==================== chunked_adder
Figure 1. Supply network (chunked_adder).
The bar under the picture is 50 µm long. Pins as bars on the die edge. Tap cells in grey.
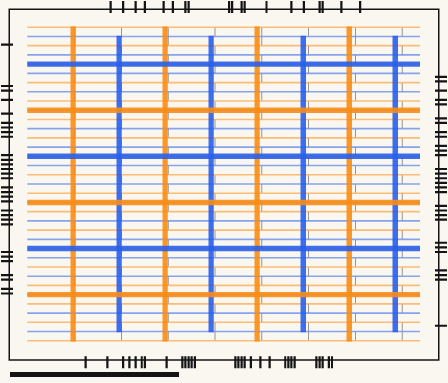

<file path="config.mk">
export PLATFORM = sky130hd
export DESIGN_NAME = chunked_adder
export DESIGN_NICKNAME = d
export VERILOG_FILES = /design/src/rtl/chunked_adder.sv
export SDC_FILE = /design/constraint.sdc
export NUM_CORES = 1
export LEC_CHECK = 0
export ABC_AREA = 1
export ABC_CLOCK_PERIOD_IN_PS = 3900
export CAP_MARGIN = 20
export CORE_ASPECT_RATIO = 0.8
export CORE_MARGIN = 5
export CORE_UTILIZATION = 53
export CTS_CLUSTER_DIAMETER = 100
export DETAILED_ROUTE_END_ITERATION = 8
export PLACE_DENSITY_LB_ADDON = 0.12
export SLEW_MARGIN = 20
export SYNTH_ARGS = -nofsm -noshare
export SYNTH_HDL_FRONTEND = slang
export SYNTH_SLANG_ARGS = --single-unit
</file>
<file path="constraint.sdc">
create_clock -name clk -period 3.9 [get_ports clk]
set_input_delay 0.78 -clock clk [delete_from_list [all_inputs] [get_ports clk]]
set_output_delay 0.78 -clock clk [all_outputs]
set_load 0.02 [all_outputs]
</file>
<file path="src/rtl/chunked_adder.sv">
// Multi-cycle WIDTH-bit adder/subtractor that ripples the carry through one CHUNK-bit slice per clock.
// Valid/ready on both sides; accepts only in IDLE and holds the result in DONE until it is taken.
module chunked_adder #(
  parameter int WIDTH = 32,
  parameter int CHUNK = 8
) (
  input  logic             clk,
  input  logic             rst_n,
  input  logic             in_valid,
  output logic             in_ready,
  input  logic [WIDTH-1:0] a,
  input  logic [WIDTH-1:0] b,
  input  logic             cin,
  input  logic             sub,
  output logic             out_valid,
  input  logic             out_ready,
  output logic [WIDTH-1:0] sum,
  output logic             cout,
  output logic             overflow,
  output logic             zero
);

  localparam int NCHUNK = WIDTH / CHUNK;
  localparam int IDXW   = (NCHUNK > 1) ? $clog2(NCHUNK) : 1;

  generate
    if (WIDTH < 1 || (WIDTH % CHUNK) != 0) begin : g_bad_cfg
      $error("chunked_adder: WIDTH must be >= 1 and a multiple of CHUNK");
    end
  endgenerate

  typedef enum logic [1:0] {IDLE, BUSY, DONE} state_t;

  state_t            state;
  logic [WIDTH-1:0]  a_q;
  logic [WIDTH-1:0]  b_q;
  logic              carry;
  logic [IDXW-1:0]   idx;

  logic [31:0]       base;
  logic [CHUNK-1:0]  slice_a;
  logic [CHUNK-1:0]  slice_b;
  logic [CHUNK-1:0]  slice_s;
  logic              slice_c;
  logic [WIDTH-1:0]  sum_next;
  logic              last;

  always_comb begin
    base     = 32'(idx) * 32'(CHUNK);
    slice_a  = a_q[base +: CHUNK];
    slice_b  = b_q[base +: CHUNK];
    {slice_c, slice_s} = {1'b0, slice_a} + {1'b0, slice_b} + {{CHUNK{1'b0}}, carry};
    sum_next = sum;
    sum_next[base +: CHUNK] = slice_s;
    last     = (idx == IDXW'(NCHUNK - 1));
  end

  // b_q already holds the effective (possibly inverted) operand, so the carry into
  // the MSB is recovered as a^b^s at that bit for the overflow flag.
  always_ff @(posedge clk or negedge rst_n) begin
    if (!rst_n) begin
      state     <= IDLE;
      in_ready  <= 1'b1;
      out_valid <= 1'b0;
      sum       <= '0;
      cout      <= 1'b0;
      overflow  <= 1'b0;
      zero      <= 1'b0;
      idx       <= '0;
      a_q       <= '0;
      b_q       <= '0;
      carry     <= 1'b0;
    end else begin
      case (state)
        IDLE: begin
          if (in_valid) begin
            a_q      <= a;
            b_q      <= sub ? ~b : b;
            carry    <= sub ? ~cin : cin;
            idx      <= '0;
            in_ready <= 1'b0;
            state    <= BUSY;
          end
        end
        BUSY: begin
          sum   <= sum_next;
          carry <= slice_c;
          idx   <= idx + 1'b1;
          if (last) begin
            cout      <= slice_c;
            overflow  <= slice_c ^ (a_q[WIDTH-1] ^ b_q[WIDTH-1] ^ slice_s[CHUNK-1]);
            zero      <= (sum_next == '0);
            out_valid <= 1'b1;
            state     <= DONE;
          end
        end
        DONE: begin
          if (out_ready) begin
            out_valid <= 1'b0;
            in_ready  <= 1'b1;
            state     <= IDLE;
          end
        end
        default: state <= IDLE;
      endcase
    end
  end

endmodule

</file>
==================== crc8_frame_tx_flat
### src/rtl/crc8_pkg.sv
// Shared CRC-8 definitions: FSM state encoding, CRC width and default generator.
package crc8_pkg;

  localparam int unsigned CRC_W = 8;
  localparam logic [CRC_W-1:0] DEFAULT_POLY = 8'h9B;

  typedef enum logic [1:0] {
    ST_ACCEPT    = 2'd0,
    ST_CALC      = 2'd1,
    ST_EMIT_DATA = 2'd2,
    ST_EMIT_CRC  = 2'd3
  } state_e;

endpackage

### src/rtl/crc8_frame_tx_if.sv
// Byte-stream handshake bundle: upstream payload in, framed bytes out.
interface crc8_frame_tx_if;
  import crc8_pkg::*;

  logic [CRC_W-1:0] in_data;
  logic             in_valid;
  logic             in_last;
  logic             in_ready;
  logic [CRC_W-1:0] out_data;
  logic             out_valid;
  logic             out_last;
  logic             out_ready;

  // Environment side: sources payload, sinks framed output.
  modport master (
    output in_data, in_valid, in_last, out_ready,
    input  in_ready, out_data, out_valid, out_last
  );

  // Framer side.
  modport slave (
    input  in_data, in_valid, in_last, out_ready,
    output in_ready, out_data, out_valid, out_last
  );
endinterface

### src/rtl/crc8_bit_step.sv
// One-bit CRC-8 update, MSB-first, non-reflected; purely combinational.
module crc8_bit_step
  import crc8_pkg::*;
(
  input  logic [CRC_W-1:0] crc_i,
  input  logic             bit_i,
  input  logic [CRC_W-1:0] poly_i,
  output logic [CRC_W-1:0] crc_o
);

  // Shift left and fold in the generator when the feedback bit is set.
  always_comb begin
    crc_o = {crc_i[CRC_W-2:0], 1'b0} ^ ((crc_i[CRC_W-1] ^ bit_i) ? poly_i : '0);
  end

endmodule

### src/rtl/crc8_frame_tx.sv
// Buffers a payload frame, computes CRC-8 bit-serially, then emits payload followed by CRC.
module crc8_frame_tx
  import crc8_pkg::*;
#(
  parameter int unsigned      MAX_LEN = 16,
  parameter logic [CRC_W-1:0] POLY    = DEFAULT_POLY
) (
  input  logic                  clk,
  input  logic                  rst,
  crc8_frame_tx_if.slave        bus,
  output logic                  busy,
  output logic                  overflow
);

  localparam int unsigned IDX_W = (MAX_LEN > 1) ? $clog2(MAX_LEN) : 1;
  localparam logic [IDX_W-1:0] LAST_IDX = IDX_W'(MAX_LEN - 1);

  state_e           state_q, state_d;
  logic [IDX_W-1:0] wr_idx_q, wr_idx_d;
  logic [IDX_W-1:0] rd_idx_q, rd_idx_d;
  logic [2:0]       bit_cnt_q, bit_cnt_d;
  logic [CRC_W-1:0] sh_q, sh_d;
  logic [CRC_W-1:0] crc_q, crc_d;
  logic             last_q, last_d;
  logic             in_ready_q, in_ready_d;
  logic             out_valid_q, out_valid_d;
  logic             out_last_q, out_last_d;
  logic [CRC_W-1:0] out_data_q, out_data_d;
  logic             busy_q, busy_d;
  logic             overflow_q, overflow_d;

  logic [CRC_W-1:0] mem_q [MAX_LEN];
  logic [CRC_W-1:0] crc_step_c;
  logic             in_fire_c;
  logic             out_fire_c;

  assign in_fire_c  = bus.in_valid && in_ready_q;
  assign out_fire_c = out_valid_q && bus.out_ready;

  crc8_bit_step u_bit_step (
    .crc_i  (crc_q),
    .bit_i  (sh_q[CRC_W-1]),
    .poly_i (POLY),
    .crc_o  (crc_step_c)
  );

  // Payload buffer write; contents are don't-care until written.
  always_ff @(posedge clk) begin
    if (!rst && in_fire_c) begin
      mem_q[wr_idx_q] <= bus.in_data;
    end
  end

  // Next-state logic plus next values of the registered outputs.
  always_comb begin
    state_d     = state_q;
    wr_idx_d    = wr_idx_q;
    rd_idx_d    = rd_idx_q;
    bit_cnt_d   = bit_cnt_q;
    sh_d        = sh_q;
    crc_d       = crc_q;
    last_d      = last_q;
    overflow_d  = 1'b0;

    unique case (state_q)
      ST_ACCEPT: begin
        if (in_fire_c) begin
          sh_d      = bus.in_data;
          last_d    = bus.in_last;
          bit_cnt_d = 3'd0;
          state_d   = ST_CALC;
        end
      end
      ST_CALC: begin
        crc_d     = crc_step_c;
        sh_d      = {sh_q[CRC_W-2:0], 1'b0};
        bit_cnt_d = bit_cnt_q + 3'd1;
        if (bit_cnt_q == 3'd7) begin
          // A full buffer closes the frame even without in_last.
          if (last_q || (wr_idx_q == LAST_IDX)) begin
            state_d    = ST_EMIT_DATA;
            rd_idx_d   = '0;
            overflow_d = !last_q;
          end else begin
            state_d  = ST_ACCEPT;
            wr_idx_d = wr_idx_q + IDX_W'(1);
          end
        end
      end
      ST_EMIT_DATA: begin
        if (out_fire_c) begin
          if (rd_idx_q == wr_idx_q) begin
            state_d = ST_EMIT_CRC;
          end else begin
            rd_idx_d = rd_idx_q + IDX_W'(1);
          end
        end
      end
      ST_EMIT_CRC: begin
        if (out_fire_c) begin
          crc_d    = '0;
          wr_idx_d = '0;
          rd_idx_d = '0;
          state_d  = ST_ACCEPT;
        end
      end
      default: state_d = ST_ACCEPT;
    endcase

    in_ready_d  = (state_d == ST_ACCEPT);
    out_valid_d = (state_d == ST_EMIT_DATA) || (state_d == ST_EMIT_CRC);
    out_last_d  = (state_d == ST_EMIT_CRC);
    busy_d      = !((state_d == ST_ACCEPT) && (wr_idx_d == '0));
    unique case (state_d)
      ST_EMIT_DATA: out_data_d = mem_q[rd_idx_d];
      ST_EMIT_CRC:  out_data_d = crc_d;
      default:      out_data_d = '0;
    endcase
  end

  // State and output registers; reset wins over any same-cycle transfer.
  always_ff @(posedge clk) begin
    if (rst) begin
      state_q     <= ST_ACCEPT;
      wr_idx_q    <= '0;
      rd_idx_q    <= '0;
      bit_cnt_q   <= 3'd0;
      sh_q        <= '0;
      crc_q       <= '0;
      last_q      <= 1'b0;
      in_ready_q  <= 1'b1;
      out_valid_q <= 1'b0;
      out_last_q  <= 1'b0;
      out_data_q  <= '0;
      busy_q      <= 1'b0;
      overflow_q  <= 1'b0;
    end else begin
      state_q     <= state_d;
      wr_idx_q    <= wr_idx_d;
      rd_idx_q    <= rd_idx_d;
      bit_cnt_q   <= bit_cnt_d;
      sh_q        <= sh_d;
      crc_q       <= crc_d;
      last_q      <= last_d;
      in_ready_q  <= in_ready_d;
      out_valid_q <= out_valid_d;
      out_last_q  <= out_last_d;
      out_data_q  <= out_data_d;
      busy_q      <= busy_d;
      overflow_q  <= overflow_d;
    end
  end

  assign bus.in_ready  = in_ready_q;
  assign bus.out_valid = out_valid_q;
  assign bus.out_last  = out_last_q;
  assign bus.out_data  = out_data_q;
  assign busy          = busy_q;
  assign overflow      = overflow_q;

endmodule

### src/flat_wrapper.sv
// flat-port wrapper written by rule: the top's interface ports become plain ports
module crc8_frame_tx_flat import crc8_pkg::*;
#(
  parameter int unsigned      MAX_LEN = 16,
  parameter logic [CRC_W-1:0] POLY    = DEFAULT_POLY
)
  (clk, rst, busy, overflow, bus_in_data, bus_in_valid, bus_in_last, bus_out_ready, bus_in_ready, bus_out_data, bus_out_valid, bus_out_last);
  crc8_frame_tx_if bus_i ();
  input  logic clk;
  input  logic rst;
  output logic busy;
  output logic overflow;
  input wire logic [$bits(bus_i.in_data)-1:0] bus_in_data;
  input wire logic [$bits(bus_i.in_valid)-1:0] bus_in_valid;
  input wire logic [$bits(bus_i.in_last)-1:0] bus_in_last;
  input wire logic [$bits(bus_i.out_ready)-1:0] bus_out_ready;
  output wire logic [$bits(bus_i.in_ready)-1:0] bus_in_ready;
  output wire logic [$bits(bus_i.out_data)-1:0] bus_out_data;
  output wire logic [$bits(bus_i.out_valid)-1:0] bus_out_valid;
  output wire logic [$bits(bus_i.out_last)-1:0] bus_out_last;
  assign bus_i.in_data = bus_in_data;
  assign bus_i.in_valid = bus_in_valid;
  assign bus_i.in_last = bus_in_last;
  assign bus_i.out_ready = bus_out_ready;
  assign bus_in_ready = bus_i.in_ready;
  assign bus_out_data = bus_i.out_data;
  assign bus_out_valid = bus_i.out_valid;
  assign bus_out_last = bus_i.out_last;
  crc8_frame_tx #(.MAX_LEN(MAX_LEN), .POLY(POLY)) u_core (.clk(clk), .rst(rst), .bus(bus_i), .busy(busy), .overflow(overflow));
endmodule
### config.mk
export PLATFORM = sky130hd
export DESIGN_NAME = crc8_frame_tx_flat
export DESIGN_NICKNAME = d
export VERILOG_FILES = /design/src/rtl/crc8_pkg.sv /design/src/rtl/crc8_frame_tx_if.sv /design/src/rtl/crc8_bit_step.sv /design/src/rtl/crc8_frame_tx.sv /design/src/flat_wrapper.sv
export SDC_FILE = /design/constraint.sdc
export NUM_CORES = 1
export LEC_CHECK = 0
export CAP_MARGIN = 20
export CORE_ASPECT_RATIO = 1.5
export CORE_UTILIZATION = 35
export DETAILED_ROUTE_END_ITERATION = 10
export PLACE_DENSITY = 0.55
export SLEW_MARGIN = 40
export SYNTH_ARGS = -nofsm -noshare
export SYNTH_HDL_FRONTEND = slang
export SYNTH_SLANG_ARGS = --single-unit
### constraint.sdc
create_clock -name clk -period 2.45 [get_ports clk]
set_clock_uncertainty 0.15 [all_clocks]
set_input_delay 0.49 -clock clk [delete_from_list [all_inputs] [get_ports clk]]
set_output_delay 0.49 -clock clk [all_outputs]
set_load 0.02 [all_outputs]
==================== uart_rx
File: src/rtl/uart_pkg.sv
// Shared definitions for the UART receive path: FSM state codes, frame size
// and the bit-period arithmetic derived from clock and line rate.
package uart_pkg;

    localparam int unsigned DATA_BITS = 8;

    // Receiver FSM state codes
    localparam logic [2:0] ST_IDLE  = 3'd0;
    localparam logic [2:0] ST_START = 3'd1;
    localparam logic [2:0] ST_DATA  = 3'd2;
    localparam logic [2:0] ST_STOP  = 3'd3;
    localparam logic [2:0] ST_BREAK = 3'd4;

    // Clocks per bit, rounded to nearest
    function automatic int unsigned calc_div(input int unsigned clk_freq,
                                             input int unsigned baud);
        return (clk_freq + baud / 2) / baud;
    endfunction

    // Clocks to the middle of the start bit
    function automatic int unsigned calc_half(input int unsigned clk_freq,
                                              input int unsigned baud);
        return calc_div(clk_freq, baud) / 2;
    endfunction

    // True when the rounded divider keeps the baud error below 2 %
    function automatic bit baud_ok(input int unsigned clk_freq,
                                   input int unsigned baud);
        longint unsigned actual;
        longint unsigned err;
        actual = longint'(calc_div(clk_freq, baud)) * longint'(baud);
        err    = (actual > longint'(clk_freq)) ? actual - longint'(clk_freq)
                                               : longint'(clk_freq) - actual;
        return (err * 64'd50) < longint'(clk_freq);
    endfunction

endpackage

File: src/rtl/rx_bit_timer.sv
// Bit-period down-counter. A load presets the count; when it reaches zero
// it raises tick for one cycle and reloads a full bit period by itself.
module rx_bit_timer #(
    parameter int unsigned DIV = 104,
    parameter int unsigned W   = (DIV > 1) ? $clog2(DIV) : 1
) (
    input  logic         clk,
    input  logic         rst,
    input  logic         load,
    input  logic [W-1:0] load_val,  // already N-1
    input  logic         en,
    output logic         tick
);

    localparam logic [W-1:0] RELOAD = W'(DIV - 1);

    logic [W-1:0] count;

    // Counter: load wins over counting, auto-reload on zero
    always_ff @(posedge clk) begin
        if (rst) begin
            count <= '0;
        end else if (load) begin
            count <= load_val;
        end else if (en) begin
            count <= (count == '0) ? RELOAD : count - W'(1);
        end
    end

    assign tick = en && (count == '0);

endmodule

File: src/rtl/uart_rx.sv
// 8N1 UART receiver: two-flop synchroniser, mid-bit start qualification,
// centre sampling of data and stop bits, single-cycle valid/error strobes.
module uart_rx
    import uart_pkg::*;
#(
    parameter int unsigned clk_freq = 12000000,
    parameter int unsigned baud     = 115200
) (
    input  logic       clk,
    input  logic       rst,
    input  logic       rx,
    output logic [7:0] data,
    output logic       data_valid,
    output logic       frame_err,
    output logic       busy
);

    localparam int unsigned DIV  = calc_div(clk_freq, baud);
    localparam int unsigned HALF = calc_half(clk_freq, baud);
    localparam int unsigned TW   = (DIV > 1) ? $clog2(DIV) : 1;

    localparam logic [TW-1:0] HALF_M1 = TW'(HALF - 1);
    localparam logic [TW-1:0] DIV_M1  = TW'(DIV - 1);

    if (!baud_ok(clk_freq, baud)) begin : g_baud_err
        $error("uart_rx: rounded bit divider gives more than 2%% baud error");
    end

    logic          rx_m, rx_s;
    logic [2:0]    state, state_d;
    logic [2:0]    bit_idx, bit_idx_d;
    logic [7:0]    shreg, shreg_d;
    logic [7:0]    data_d;
    logic          data_valid_d, frame_err_d;
    logic          tmr_load, tmr_en, tick;
    logic [TW-1:0] tmr_load_val;

    // Two-flop synchroniser for the asynchronous line, idle high
    always_ff @(posedge clk) begin
        if (rst) begin
            rx_m <= 1'b1;
            rx_s <= 1'b1;
        end else begin
            rx_m <= rx;
            rx_s <= rx_m;
        end
    end

    assign tmr_en = (state == ST_START) || (state == ST_DATA) || (state == ST_STOP);

    rx_bit_timer #(
        .DIV (DIV),
        .W   (TW)
    ) u_timer (
        .clk      (clk),
        .rst      (rst),
        .load     (tmr_load),
        .load_val (tmr_load_val),
        .en       (tmr_en),
        .tick     (tick)
    );

    // Next-state logic for the frame FSM, shift register and strobes
    always_comb begin
        state_d      = state;
        bit_idx_d    = bit_idx;
        shreg_d      = shreg;
        data_d       = data;
        data_valid_d = 1'b0;
        frame_err_d  = 1'b0;
        tmr_load     = 1'b0;
        tmr_load_val = HALF_M1;
        case (state)
            ST_IDLE: begin
                if (!rx_s) begin
                    tmr_load     = 1'b1;
                    tmr_load_val = HALF_M1;
                    state_d      = ST_START;
                end
            end
            ST_START: begin
                if (tick) begin
                    if (!rx_s) begin
                        tmr_load     = 1'b1;
                        tmr_load_val = DIV_M1;
                        bit_idx_d    = 3'd0;
                        state_d      = ST_DATA;
                    end else begin
                        state_d = ST_IDLE;  // glitch, not a real start bit
                    end
                end
            end
            ST_DATA: begin
                if (tick) begin
                    shreg_d[bit_idx] = rx_s;
                    if (bit_idx == 3'(DATA_BITS - 1)) begin
                        state_d = ST_STOP;
                    end else begin
                        bit_idx_d = bit_idx + 3'd1;
                    end
                end
            end
            ST_STOP: begin
                if (tick) begin
                    if (rx_s) begin
                        data_d       = shreg;
                        data_valid_d = 1'b1;
                        state_d      = ST_IDLE;
                    end else begin
                        frame_err_d = 1'b1;
                        state_d     = ST_BREAK;
                    end
                end
            end
            ST_BREAK: begin
                // Hold off until the line is released so a held-low line is not a start
                if (rx_s) begin
                    state_d = ST_IDLE;
                end
            end
            default: state_d = ST_IDLE;
        endcase
    end

    // State and output registers; reset discards any partial frame
    always_ff @(posedge clk) begin
        if (rst) begin
            state      <= ST_IDLE;
            bit_idx    <= 3'd0;
            shreg      <= 8'h00;
            data       <= 8'h00;
            data_valid <= 1'b0;
            frame_err  <= 1'b0;
        end else begin
            state      <= state_d;
            bit_idx    <= bit_idx_d;
            shreg      <= shreg_d;
            data       <= data_d;
            data_valid <= data_valid_d;
            frame_err  <= frame_err_d;
        end
    end

    // Busy covers the strobe cycle too, dropping the cycle after it
    assign busy = (state != ST_IDLE) || data_valid || frame_err;

endmodule

File: config.mk
export PLATFORM = sky130hd
export DESIGN_NAME = uart_rx
export DESIGN_NICKNAME = d
export VERILOG_FILES = /design/src/rtl/uart_pkg.sv /design/src/rtl/rx_bit_timer.sv /design/src/rtl/uart_rx.sv
export SDC_FILE = /design/constraint.sdc
export NUM_CORES = 1
export LEC_CHECK = 0
export CORE_ASPECT_RATIO = 0.9
export CORE_MARGIN = 2
export CORE_UTILIZATION = 35
export CTS_CLUSTER_SIZE = 40
export DETAILED_ROUTE_END_ITERATION = 7
export GPL_TIMING_DRIVEN = 1
export REMOVE_ABC_BUFFERS = 1
export SLEW_MARGIN = 5
export SYNTH_ARGS = -nofsm -noshare
export SYNTH_HDL_FRONTEND = slang
export SYNTH_HIERARCHICAL = 1
export SYNTH_SLANG_ARGS = --single-unit
File: constraint.sdc
create_clock -name clk -period 6.4 [get_ports clk]
set_clock_uncertainty 0.1 [all_clocks]
set_input_delay 0.96 -clock clk [delete_from_list [all_inputs] [get_ports clk]]
set_output_delay 0.96 -clock clk [all_outputs]
set_load 0.02 [all_outputs]
Figure 2. M4 wires (crc8_frame_tx_flat).
Cells faint in the background.
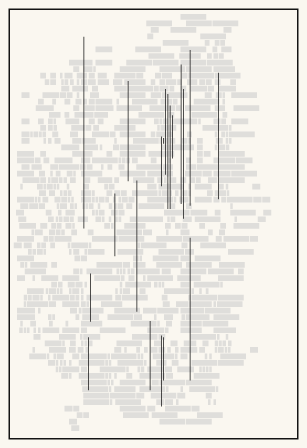
share of all routed wire: 3.8%
main direction: vertical
nets with wire on the layer: 15
longest straight run: 79.6 µm
wire length on this layer: 772 µm

==> impl_metrics.ini, crc8_frame_tx_flat <==
; physical design summary
[hold_path]
hp-class = flop to flop
min-delay-start = u_core.sh_q[0]$_SDFFE_PP0P_

[status]
violations = negative setup slack
outcome = finished with violations

[critical_path]
rrSetupSlack_ps = -80
path_max_fanout = 8
crit_arrival_ps = 2680
worstPathRequired_ps = 2590

[yosys]
yosysWarnings = 0
async_flop_share = 0
ff_type = edfxtp_1
ys_sh_adder = 0.0121
synthXorXnorAreaFrac = 0.0109
ys_cells = 600
synth_area_um2 = 7250

[timing]
hold_ws_ps = 325
min_period_ps = 2530
setup_slack_ps = -83.8
worstMarginPinSlew_ps = 667
finalSetupViolations = 6

[final_layout]
mi_logic_area_um2 = 2610
nNonClkInverters = 4
final_nets = 751
final_core_utilization = 0.471

[placement]
gp_congestion = 0.872

[power_and_ir_drop]
pg_clk_w = 0.00270
p_seq_w = 0.00315

[global_routing]
met3_usage = 0.0329
grtUsageTotal = 0.196

[route]
dr.first_iter.drc_count = 339
routed_wl_um = 20300

[floorplanning]
rows = 64

[run]
warnings = 31

[cts]
clkLatencyLatePin_ps = 430
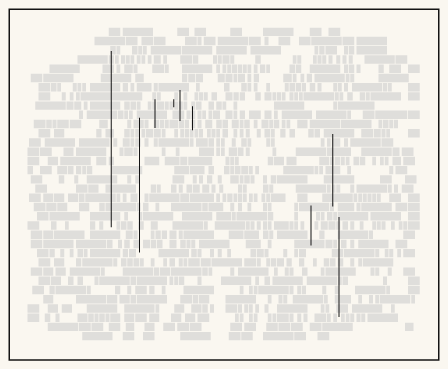
Figure 3: chunked_adder, M4 wires.
Cells faint in the background.
wire length on this layer: 179 µm
share of all routed wire: 1.1%

Notes on Figure 1 above:
legend:
  VDD:
    colour: blue
  VSS:
    colour: orange
signal pins: 107
tap cells: 144
met5 straps: 6

==> impl_metrics.ini, chunked_adder <==
; physical design summary
[critical_path]
startpoint = idx[0]$_DFFE_PN0P_
cpMaxStageDelayCell = dfrtp_1
cpMostUsedCell = nor2_1
crit_arrival_ps = 3810

[route]
wl_met3_um = 1380
detail_route.vias_per_cell = 5.38
wl_per_cell_um = 16.0

[global_routing]
grt_max_degree = 102
top_usage_layer = met1

[floorplanning]
chipArea_um2 = 13000
core_area_um2 = 10700

[placement]
gp_congestion = 0.961

[cts]
htreeDepth = 3
cts_tree = yes
cts_buffer_depth = 2

[yosys]
postSynthCellCount = 744
ys_seq_share = 0.463
avgSynthCellArea_um2 = 7.70
area_leaders = dfrtp_1 46%, nand2_1 16%, o21ai_0 8.5%
async_flop_share = 1.00
ff_type = dfrtp_1

[status]
outcome = completed

[timing]
fin_skew_ps = 6.66
rsz0062_at_grt = false

[run]
warnings = 33

[final_layout]
nNonClkInverters = 50
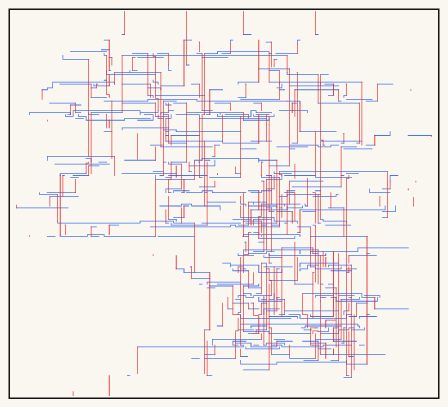
Figure 4: uart_rx, routed metal, one colour a layer.
Only two layers are drawn.
legend:
  M1:
    colour: blue
    wire_length: 1570 µm
  M2:
    colour: red
    wire_length: 1160 µm

==> impl_metrics.ini, uart_rx <==
; physical design summary
[cts]
holdBufCountCts = 0
cts_buffer_depth = 2
clkLatencyLatePin_ps = 280
cts_buffers = 5
cts_tree = yes

[final_layout]
comb-cell-share = 0.481
multiInputCombCellCount = 128
seq_area_um2 = 661
clock_buffers = 5
final_nets = 195
final_cell_mix = 33 x dfxtp_1, 20 x nand2b_1, 17 x mux2i_1, 13 x nor2_1, 13 x clkdlybuf4s50_1

[floorplanning]
chipArea_um2 = 5280
die_h_um = 69.1

[global_routing]
use_met2 = 0.163
top_usage_layer = met1
first_global_vias = 1113

[timing]
hold_viol = 0
fin_tns_setup_ps = 0
hold_ws_ps = 315
setup_slack_ps = 3310

[critical_path]
cp-end-kind = flop
crit_path_end = u_timer/count[5]$_SDFFE_PP0P_
cpMaxStageDelayCell = nor2_1
crit_cells = 9
ff2ff_path_depth = 9

[yosys]
common_cells = 33 x dfxtp_1, 20 x nand2b_1, 17 x mux2i_1
top_area_cell = dfxtp_1
ff_type = dfxtp_1
ys_chip_area_um2 = 1650
ys_cells = 177

[power_and_ir_drop]
switching_share = 0.255
total_power_w = 0.000409

[route]
wl_met2_um = 1160
wl_met3_um = 86
wl_per_cell_um = 11.5
m1WireLength_um = 1570

[status]
outcome = completed

[hold_path]
worstHoldEndpoint = rx_s$_SDFF_PP1_

[run]
warnings = 26

[placement]
dp.cells = 243

==================== key_event_queue
Figure 5. Congestion heat map (key_event_queue).
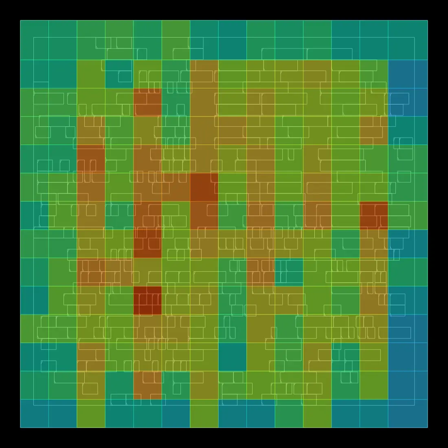

[src/rtl/key_evt_pkg.sv]
// Shared constants and bit-vector helpers for the key event queue.
// The helpers are sized for the default NKEYS_DEF/CODE_W_DEF geometry.
package key_evt_pkg;

    localparam int NKEYS_DEF  = 16;
    localparam int CODE_W_DEF = 4;

    // Isolates the lowest set bit (two's-complement trick).
    function automatic logic [NKEYS_DEF-1:0] lowest_onehot(input logic [NKEYS_DEF-1:0] v);
        return v & (~v + NKEYS_DEF'(1));
    endfunction

    function automatic logic [CODE_W_DEF-1:0] onehot2bin(input logic [NKEYS_DEF-1:0] v);
        logic [CODE_W_DEF-1:0] b;
        b = '0;
        for (int i = 0; i < NKEYS_DEF; i++) begin
            if (v[i]) b = b | CODE_W_DEF'(i);
        end
        return b;
    endfunction

endpackage

[src/rtl/key_evt_fifo.sv]
// Synchronous show-ahead FIFO: rdata_o is the head entry, forced to 0 while empty.
module key_evt_fifo #(
    parameter int DEPTH = 8,
    parameter int W     = 4
) (
    input  logic                       clk,
    input  logic                       rst,
    input  logic                       push_i,
    input  logic [W-1:0]               wdata_i,
    input  logic                       pop_i,
    output logic [W-1:0]               rdata_o,
    output logic                       full_o,
    output logic                       empty_o,
    output logic [$clog2(DEPTH+1)-1:0] level_o
);

    localparam int AW = $clog2(DEPTH);
    localparam int LW = $clog2(DEPTH+1);

    logic [W-1:0]  mem_q [DEPTH];
    logic [AW-1:0] wr_ptr_q, wr_ptr_d;
    logic [AW-1:0] rd_ptr_q, rd_ptr_d;
    logic [LW-1:0] level_q, level_d;

    always_ff @(posedge clk) begin
        if (push_i) mem_q[wr_ptr_q] <= wdata_i;
    end

    // Pointers wrap naturally because DEPTH is a power of two.
    always_comb begin
        wr_ptr_d = wr_ptr_q;
        rd_ptr_d = rd_ptr_q;
        level_d  = level_q;
        if (push_i) wr_ptr_d = wr_ptr_q + AW'(1);
        if (pop_i)  rd_ptr_d = rd_ptr_q + AW'(1);
        case ({push_i, pop_i})
            2'b10:   level_d = level_q + LW'(1);
            2'b01:   level_d = level_q - LW'(1);
            default: level_d = level_q;
        endcase
    end

    always_ff @(posedge clk) begin
        if (rst) begin
            wr_ptr_q <= '0;
            rd_ptr_q <= '0;
            level_q  <= '0;
        end else begin
            wr_ptr_q <= wr_ptr_d;
            rd_ptr_q <= rd_ptr_d;
            level_q  <= level_d;
        end
    end

    assign empty_o = (level_q == '0);
    assign full_o  = (level_q == LW'(DEPTH));
    assign level_o = level_q;
    assign rdata_o = empty_o ? '0 : mem_q[rd_ptr_q];

endmodule

[src/rtl/key_event_queue.sv]
// Turns debounced key-press pulses into an ordered queue of key codes (lowest index wins ties).
// Optional KEY_EVENT_DROP_CNT_EN adds a saturating lost-press counter on drop_cnt.
module key_event_queue
    import key_evt_pkg::*;
#(
    parameter int DEPTH  = 8,
    parameter int NKEYS  = NKEYS_DEF,
    parameter int CODE_W = CODE_W_DEF
) (
    input  logic                       clk,
    input  logic                       rst,
    input  logic [NKEYS-1:0]           key_in,
    output logic [CODE_W-1:0]          evt_code,
    output logic                       evt_valid,
    input  logic                       evt_ready,
    output logic [$clog2(DEPTH+1)-1:0] fifo_level,
    output logic                       overrun,
`ifdef KEY_EVENT_DROP_CNT_EN
    output logic [7:0]                 drop_cnt,
`endif
    input  logic                       clr_overrun
);

    logic [NKEYS-1:0]  key_q;
    logic [NKEYS-1:0]  pending_q, pending_d;
    logic              overrun_q, overrun_d;
    logic [NKEYS-1:0]  key_rise, grant, lost;
    logic              pop, push, push_ok, fifo_full, fifo_empty;
    logic [CODE_W-1:0] push_code;

    assign pop     = evt_valid && evt_ready;
    assign push_ok = !fifo_full || pop;

    always_comb begin
        key_rise  = key_in & ~key_q;
        grant     = push_ok ? lowest_onehot(pending_q) : '0;
        push      = |grant;
        push_code = onehot2bin(grant);
        // A rise on a bit still waiting (and not leaving this cycle) merges and is lost.
        lost      = key_rise & pending_q & ~grant;
        pending_d = (pending_q & ~grant) | key_rise;
        overrun_d = overrun_q;
        if (|lost)            overrun_d = 1'b1;
        else if (clr_overrun) overrun_d = 1'b0;
    end

    // key_q keeps tracking key_in during reset so a key held across reset is not re-reported.
    always_ff @(posedge clk) begin
        key_q <= key_in;
        if (rst) begin
            pending_q <= '0;
            overrun_q <= 1'b0;
        end else begin
            pending_q <= pending_d;
            overrun_q <= overrun_d;
        end
    end

    key_evt_fifo #(
        .DEPTH (DEPTH),
        .W     (CODE_W)
    ) u_fifo (
        .clk     (clk),
        .rst     (rst),
        .push_i  (push),
        .wdata_i (push_code),
        .pop_i   (pop),
        .rdata_o (evt_code),
        .full_o  (fifo_full),
        .empty_o (fifo_empty),
        .level_o (fifo_level)
    );

    assign evt_valid = !fifo_empty;
    assign overrun   = overrun_q;

`ifdef KEY_EVENT_DROP_CNT_EN
    localparam int PW = $clog2(NKEYS+1);

    logic [7:0]    drop_cnt_q, drop_cnt_d;
    logic [PW-1:0] lost_cnt;
    logic [8:0]    drop_sum;

    // A clear and a loss in the same cycle leaves just this cycle's losses.
    always_comb begin
        lost_cnt = '0;
        for (int i = 0; i < NKEYS; i++) begin
            lost_cnt = lost_cnt + PW'(lost[i]);
        end
        drop_sum   = {1'b0, (clr_overrun ? 8'd0 : drop_cnt_q)} + 9'(lost_cnt);
        drop_cnt_d = drop_sum[8] ? 8'hFF : drop_sum[7:0];
    end

    always_ff @(posedge clk) begin
        if (rst) drop_cnt_q <= '0;
        else     drop_cnt_q <= drop_cnt_d;
    end

    assign drop_cnt = drop_cnt_q;
`endif

endmodule

[config.mk]
export PLATFORM = sky130hd
export DESIGN_NAME = key_event_queue
export DESIGN_NICKNAME = d
export VERILOG_FILES = /design/src/rtl/key_evt_pkg.sv /design/src/rtl/key_evt_fifo.sv /design/src/rtl/key_event_queue.sv
export SDC_FILE = /design/constraint.sdc
export NUM_CORES = 1
export LEC_CHECK = 0
export CAP_MARGIN = 30
export CELL_PAD_IN_SITES_DETAIL_PLACEMENT = 0
export CELL_PAD_IN_SITES_GLOBAL_PLACEMENT = 2
export CORE_MARGIN = 3
export CORE_UTILIZATION = 38
export DETAILED_ROUTE_END_ITERATION = 10
export PLACE_DENSITY_LB_ADDON = 0.1
export SETUP_SLACK_MARGIN = 0.5
export SYNTH_ARGS = -nofsm -noshare
export SYNTH_HDL_FRONTEND = slang
export SYNTH_SLANG_ARGS = --single-unit
[constraint.sdc]
create_clock -name clk -period 3.15 [get_ports clk]
set_input_delay 0.315 -clock clk [delete_from_list [all_inputs] [get_ports clk]]
set_output_delay 0.315 -clock clk [all_outputs]
set_load 0.05 [all_outputs]
==================== pipe_stage_skid
<file path="src/rtl/pipe_stage_skid_pkg.sv">
// pipe_stage_skid_pkg: stage state encoding and the bundle layouts of the ID/EX, EX/MEM and MEM/WB stages.
package pipe_stage_skid_pkg;
  typedef enum logic [1:0] {
    ST_EMPTY = 2'd0,
    ST_ONE   = 2'd1,
    ST_TWO   = 2'd2
  } state_e;
  localparam int IDEX_CTRL_W    = 9;
  localparam int IDEX_REGDST    = 0;
  localparam int IDEX_ALUSRC    = 1;
  localparam int IDEX_ALUCTRL_O = 2;
  localparam int IDEX_ALUCTRL_W = 4;
  localparam int IDEX_MEMWRITE  = 6;
  localparam int IDEX_MEMTOREG  = 7;
  localparam int IDEX_REGWRITE  = 8;
  localparam int IDEX_DATA_W    = 111;
  localparam int IDEX_RD_O      = 0;
  localparam int IDEX_RT_O      = 5;
  localparam int IDEX_RS_O      = 10;
  localparam int IDEX_IMM_O     = 15;
  localparam int IDEX_RD2_O     = 47;
  localparam int IDEX_RD1_O     = 79;
  localparam int REG_W          = 5;
  localparam int WORD_W         = 32;
  localparam int EXMEM_CTRL_W   = 3;
  localparam int EXMEM_MEMWRITE = 0;
  localparam int EXMEM_MEMTOREG = 1;
  localparam int EXMEM_REGWRITE = 2;
  localparam int EXMEM_DATA_W   = 69;
  localparam int EXMEM_WREG_O   = 0;
  localparam int EXMEM_WDATA_O  = 5;
  localparam int EXMEM_ALUOUT_O = 37;
  localparam int MEMWB_CTRL_W   = 2;
  localparam int MEMWB_MEMTOREG = 0;
  localparam int MEMWB_REGWRITE = 1;
  localparam int MEMWB_DATA_W   = 69;
  localparam int MEMWB_WREG_O   = 0;
  localparam int MEMWB_ALUOUT_O = 5;
  localparam int MEMWB_RDATA_O  = 37;
endpackage

</file>
<file path="src/rtl/pipe_stage_skid_slot.sv">
// pipe_slot: one stage entry; control can be cleared on its own while the data keeps its value.
module pipe_slot #(
  parameter int CTRL_W = 9,
  parameter int DATA_W = 111
) (
  input  logic              clk,
  input  logic              rst_n,
  input  logic              ld_i,
  input  logic              clr_i,
  input  logic [CTRL_W-1:0] ctrl_i,
  input  logic [DATA_W-1:0] data_i,
  output logic [CTRL_W-1:0] ctrl_o,
  output logic [DATA_W-1:0] data_o
);
  logic [CTRL_W-1:0] ctrl_q;
  logic [DATA_W-1:0] data_q;
  always_ff @(posedge clk or negedge rst_n) begin
    if (!rst_n) begin
      ctrl_q <= '0;
      data_q <= '0;
    end else begin
      if (clr_i) ctrl_q <= '0;
      else if (ld_i) ctrl_q <= ctrl_i;
      if (ld_i) data_q <= data_i;
    end
  end
  assign ctrl_o = ctrl_q;
  assign data_o = data_q;
endmodule

</file>
<file path="src/rtl/pipe_stage_skid.sv">
// pipe_stage_skid: valid/ready pipeline stage with a 2-entry skid buffer, registered in_ready and ctrl-only flush.
// Define PIPE_STAGE_SKID_PERF_EN to add saturating stall_cnt/flush_cnt outputs.
module pipe_stage_skid
  import pipe_stage_skid_pkg::*;
#(
  parameter int CTRL_W = IDEX_CTRL_W,
  parameter int DATA_W = IDEX_DATA_W,
  parameter int CNT_W  = 32
) (
  input  logic              clk,
  input  logic              rst_n,
  input  logic              flush,
  input  logic              in_valid,
  output logic              in_ready,
  input  logic [CTRL_W-1:0] in_ctrl,
  input  logic [DATA_W-1:0] in_data,
  output logic              out_valid,
  input  logic              out_ready,
  output logic [CTRL_W-1:0] out_ctrl,
  output logic [DATA_W-1:0] out_data
`ifdef PIPE_STAGE_SKID_PERF_EN
  ,
  output logic [CNT_W-1:0]  stall_cnt,
  output logic [CNT_W-1:0]  flush_cnt
`endif
);
  state_e state_q, state_d;
  logic in_ready_q, in_ready_d;
  logic acc, drn, hd_ld, sk_ld;
  logic [CTRL_W-1:0] hd_ctrl, sk_ctrl;
  logic [DATA_W-1:0] hd_data, sk_data;
  assign out_valid = state_q != ST_EMPTY;
  assign in_ready  = in_ready_q;
  assign acc       = in_valid && in_ready_q;
  assign drn       = out_valid && out_ready;
  always_comb begin
    state_d = flush ? ST_EMPTY :
              state_q == ST_EMPTY ? (acc ? ST_ONE : ST_EMPTY) :
              state_q == ST_ONE ? (acc && !drn ? ST_TWO : !acc && drn ? ST_EMPTY : ST_ONE) :
              (drn ? ST_ONE : ST_TWO);
    in_ready_d = state_d != ST_TWO;
    // head refills from skid when draining out of TWO, otherwise from the input
    hd_ld = !flush && (state_q == ST_TWO ? drn : acc && (state_q == ST_EMPTY || drn));
    sk_ld = !flush && state_q == ST_ONE && acc && !drn;
  end
  always_ff @(posedge clk or negedge rst_n) begin
    if (!rst_n) begin
      state_q    <= ST_EMPTY;
      in_ready_q <= 1'b1;
    end else begin
      state_q    <= state_d;
      in_ready_q <= in_ready_d;
    end
  end
  pipe_slot #(.CTRL_W(CTRL_W), .DATA_W(DATA_W)) u_head (
    .clk    (clk),
    .rst_n  (rst_n),
    .ld_i   (hd_ld),
    .clr_i  (flush),
    .ctrl_i (state_q == ST_TWO ? sk_ctrl : in_ctrl),
    .data_i (state_q == ST_TWO ? sk_data : in_data),
    .ctrl_o (hd_ctrl),
    .data_o (hd_data)
  );
  pipe_slot #(.CTRL_W(CTRL_W), .DATA_W(DATA_W)) u_skid (
    .clk    (clk),
    .rst_n  (rst_n),
    .ld_i   (sk_ld),
    .clr_i  (flush),
    .ctrl_i (in_ctrl),
    .data_i (in_data),
    .ctrl_o (sk_ctrl),
    .data_o (sk_data)
  );
  assign out_ctrl = out_valid ? hd_ctrl : '0;
  assign out_data = hd_data;
`ifdef PIPE_STAGE_SKID_PERF_EN
  logic [CNT_W-1:0] stall_q, flush_q;
  always_ff @(posedge clk or negedge rst_n) begin
    if (!rst_n) begin
      stall_q <= '0;
      flush_q <= '0;
    end else begin
      if (out_valid && !out_ready && !(&stall_q)) stall_q <= stall_q + 1'b1;
      if (flush && out_valid && !(&flush_q)) flush_q <= flush_q + 1'b1;
    end
  end
  assign stall_cnt = stall_q;
  assign flush_cnt = flush_q;
`endif
endmodule

</file>
<file path="config.mk">
export PLATFORM = sky130hd
export DESIGN_NAME = pipe_stage_skid
export DESIGN_NICKNAME = d
export VERILOG_FILES = /design/src/rtl/pipe_stage_skid_pkg.sv /design/src/rtl/pipe_stage_skid_slot.sv /design/src/rtl/pipe_stage_skid.sv
export SDC_FILE = /design/constraint.sdc
export NUM_CORES = 1
export LEC_CHECK = 0
export ABC_CLOCK_PERIOD_IN_PS = 2400
export CAP_MARGIN = 20
export CELL_PAD_IN_SITES_DETAIL_PLACEMENT = 0
export CELL_PAD_IN_SITES_GLOBAL_PLACEMENT = 1
export CORE_MARGIN = 4
export CORE_UTILIZATION = 45
export DETAILED_ROUTE_END_ITERATION = 12
export HOLD_SLACK_MARGIN = 0.05
export PLACE_DENSITY = 0.84
export SLEW_MARGIN = 10
export SYNTH_ARGS = -nofsm -noshare
export SYNTH_HDL_FRONTEND = slang
export SYNTH_SLANG_ARGS = --single-unit
</file>
<file path="constraint.sdc">
create_clock -name clk -period 2.4 [get_ports clk]
set_input_delay 0.48 -clock clk [delete_from_list [all_inputs] [get_ports clk]]
set_output_delay 0.48 -clock clk [all_outputs]
set_load 0.05 [all_outputs]
</file>
Figure 6. Close-up of the layout (key_event_queue).
Window x 62 to 87, y 12 to 37 µm. Cells in grey, sequential cells in the stronger grey; small squares are vias.
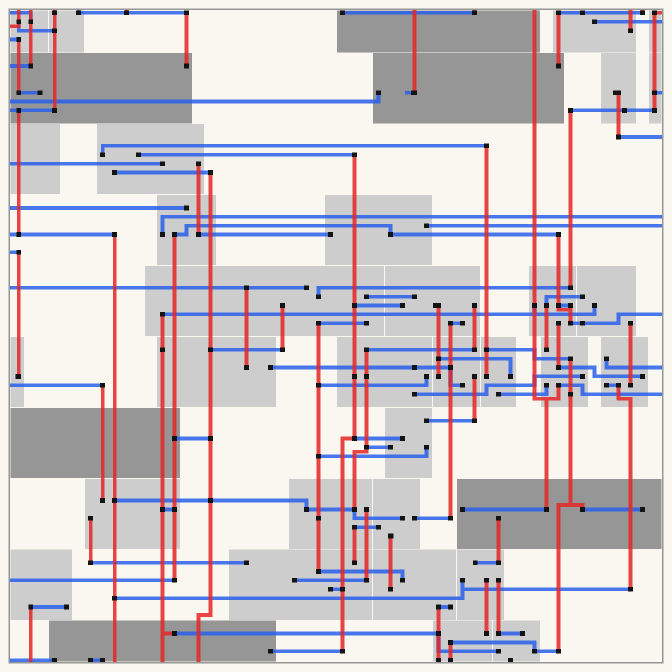
legend:
  M1:
    colour: blue
  M2:
    colour: red
netlist names of flops here include: u_fifo.level_o (3)
most frequent: a21oi_1 (5)
sequential cells in the window: 6
cells with their middle in the window: 33

Notes on Figure 5 above:
Global Route Usage Sum: 0.147
DR WL/cell: 14.7 µm
met1 Use GR: 0.184
final core utilization: 0.490

==> impl_metrics.ini, key_event_queue <==
; physical design summary
[status]
outcome = completed

[yosys]
postSynthCellCount = 292
ys_seq_share = 0.568
ys_cells = 292
ys_sh_simple = 0.168
synthXorXnorAreaFrac = 0.0132

[route]
firstDrtPassIters = 4
routed_wl_um = 6680
ant_nets = 0
wl_met2_um = 3310

[placement]
dp.cells = 432
post_dp_cell_area_um2 = 3840

[timing]
hold_ws_ps = 429

[final_layout]
signal_buffers = 49
buf_share = 0.107
n_antenna_cell = 0
final_nets = 368
comb-cell-share = 0.345
mi_logic_area_um2 = 1410

[critical_path]
crit_path_end = u_fifo.level_o[2]$_SDFFE_PP0P_

[global_routing]
grt_max_degree = 15
first_global_vias = 2324
grt.overflow.total = 0

[floorplanning]
rows = 33
core_area_um2 = 8340

[cts]
post_cts_buffers = 2
cts_buffer_depth = 2

[run]
maxCapViolations = 0
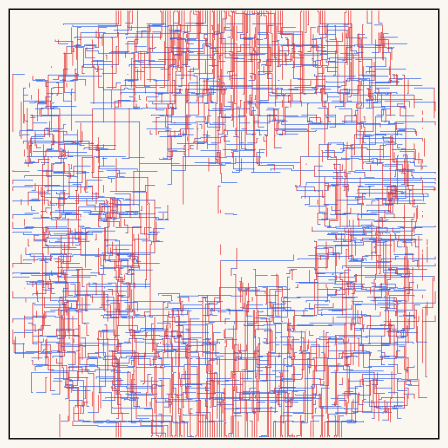
Figure 7: pipe_stage_skid, routed metal, one colour a layer.
Only two layers are drawn.
legend:
  M2:
    colour: red
    wire_length: 11800 µm
  M1:
    colour: blue
    wire_length: 11000 µm

==> impl_metrics.ini, pipe_stage_skid <==
; physical design summary
[status]
outcome = completed

[timing]
worstMarginPinSlew_ps = 612
min_period_ps = 2210

[critical_path]
critical_path.cell_chain = clkdlybuf4s50_1

[final_layout]
final_nets = 1072
final_cells = 1298
multiInputCombCellCount = 395
final_cell_mix = 242 x dfrtp_1, 234 x clkdlybuf4s50_1, 200 x mux2_4, 150 x mux2_2, 29 x clkbuf_16
seq_share = 0.396
final_core_utilization = 0.610
numSequentialCells = 243

[cts]
htreeDepth = 1
clkLatencyLatePin_ps = 520
path_clk_slew_ps = 60

[hold_path]
min-delay-start = u_head.ctrl_o[0]$_DFFE_PN0P_

[yosys]
postSynthCellCount = 683

[power_and_ir_drop]
power_per_cell_area_nw_per_um2 = 913
power.share.clock = 0.304

==> layout pictures side by side <==
Supply network.
shot_01.png
The bar under the picture is 20 µm long. Pins as bars on the die edge. Tap cells in grey.
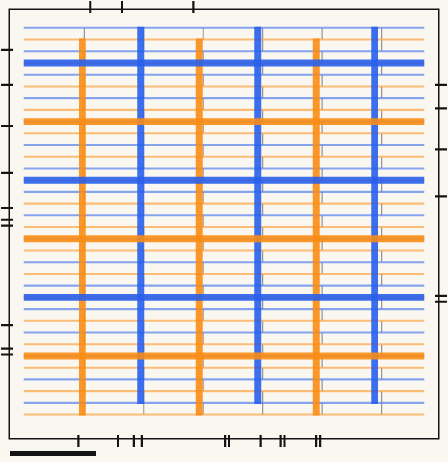
shot_02.png
The bar under the picture is 50 µm long. Pins as bars on the die edge. Tap cells in grey.
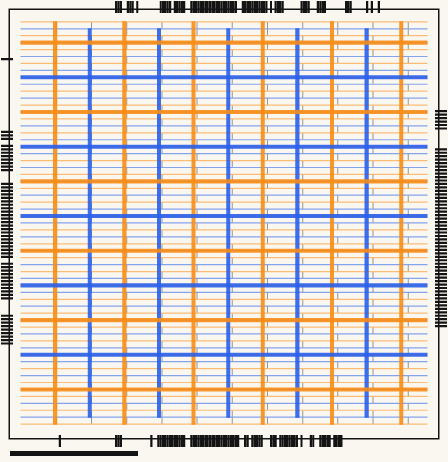
shot_02.png is pipe_stage_skid.
shot_01.png is key_event_queue.
The one with the largest die is shot_02.png.
The one with the most pins is shot_02.png.



==> layout pictures side by side <==
Routed metal, one colour a layer.
Only two layers are drawn.
image #1
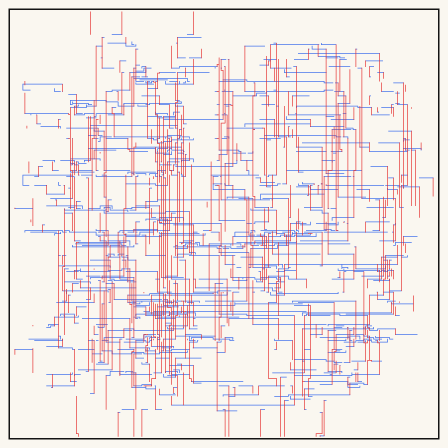
image #2
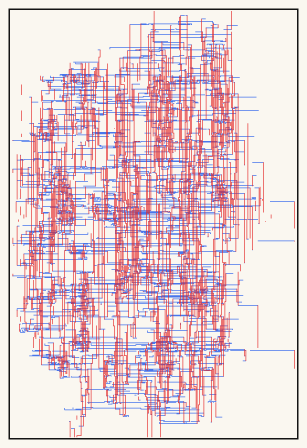
image #3
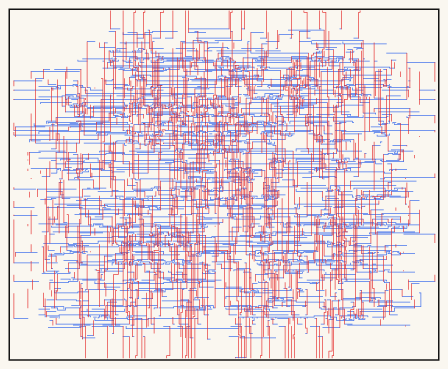
crc8_frame_tx_flat is image #2.
chunked_adder is image #3.
key_event_queue is image #1.
Of these, least wire: image #1
Of these, most wire: image #2

Key to image #3:
legend:
  M2:
    colour: red
    wire_length: 6670 µm
  M1:
    colour: blue
    wire_length: 7470 µm

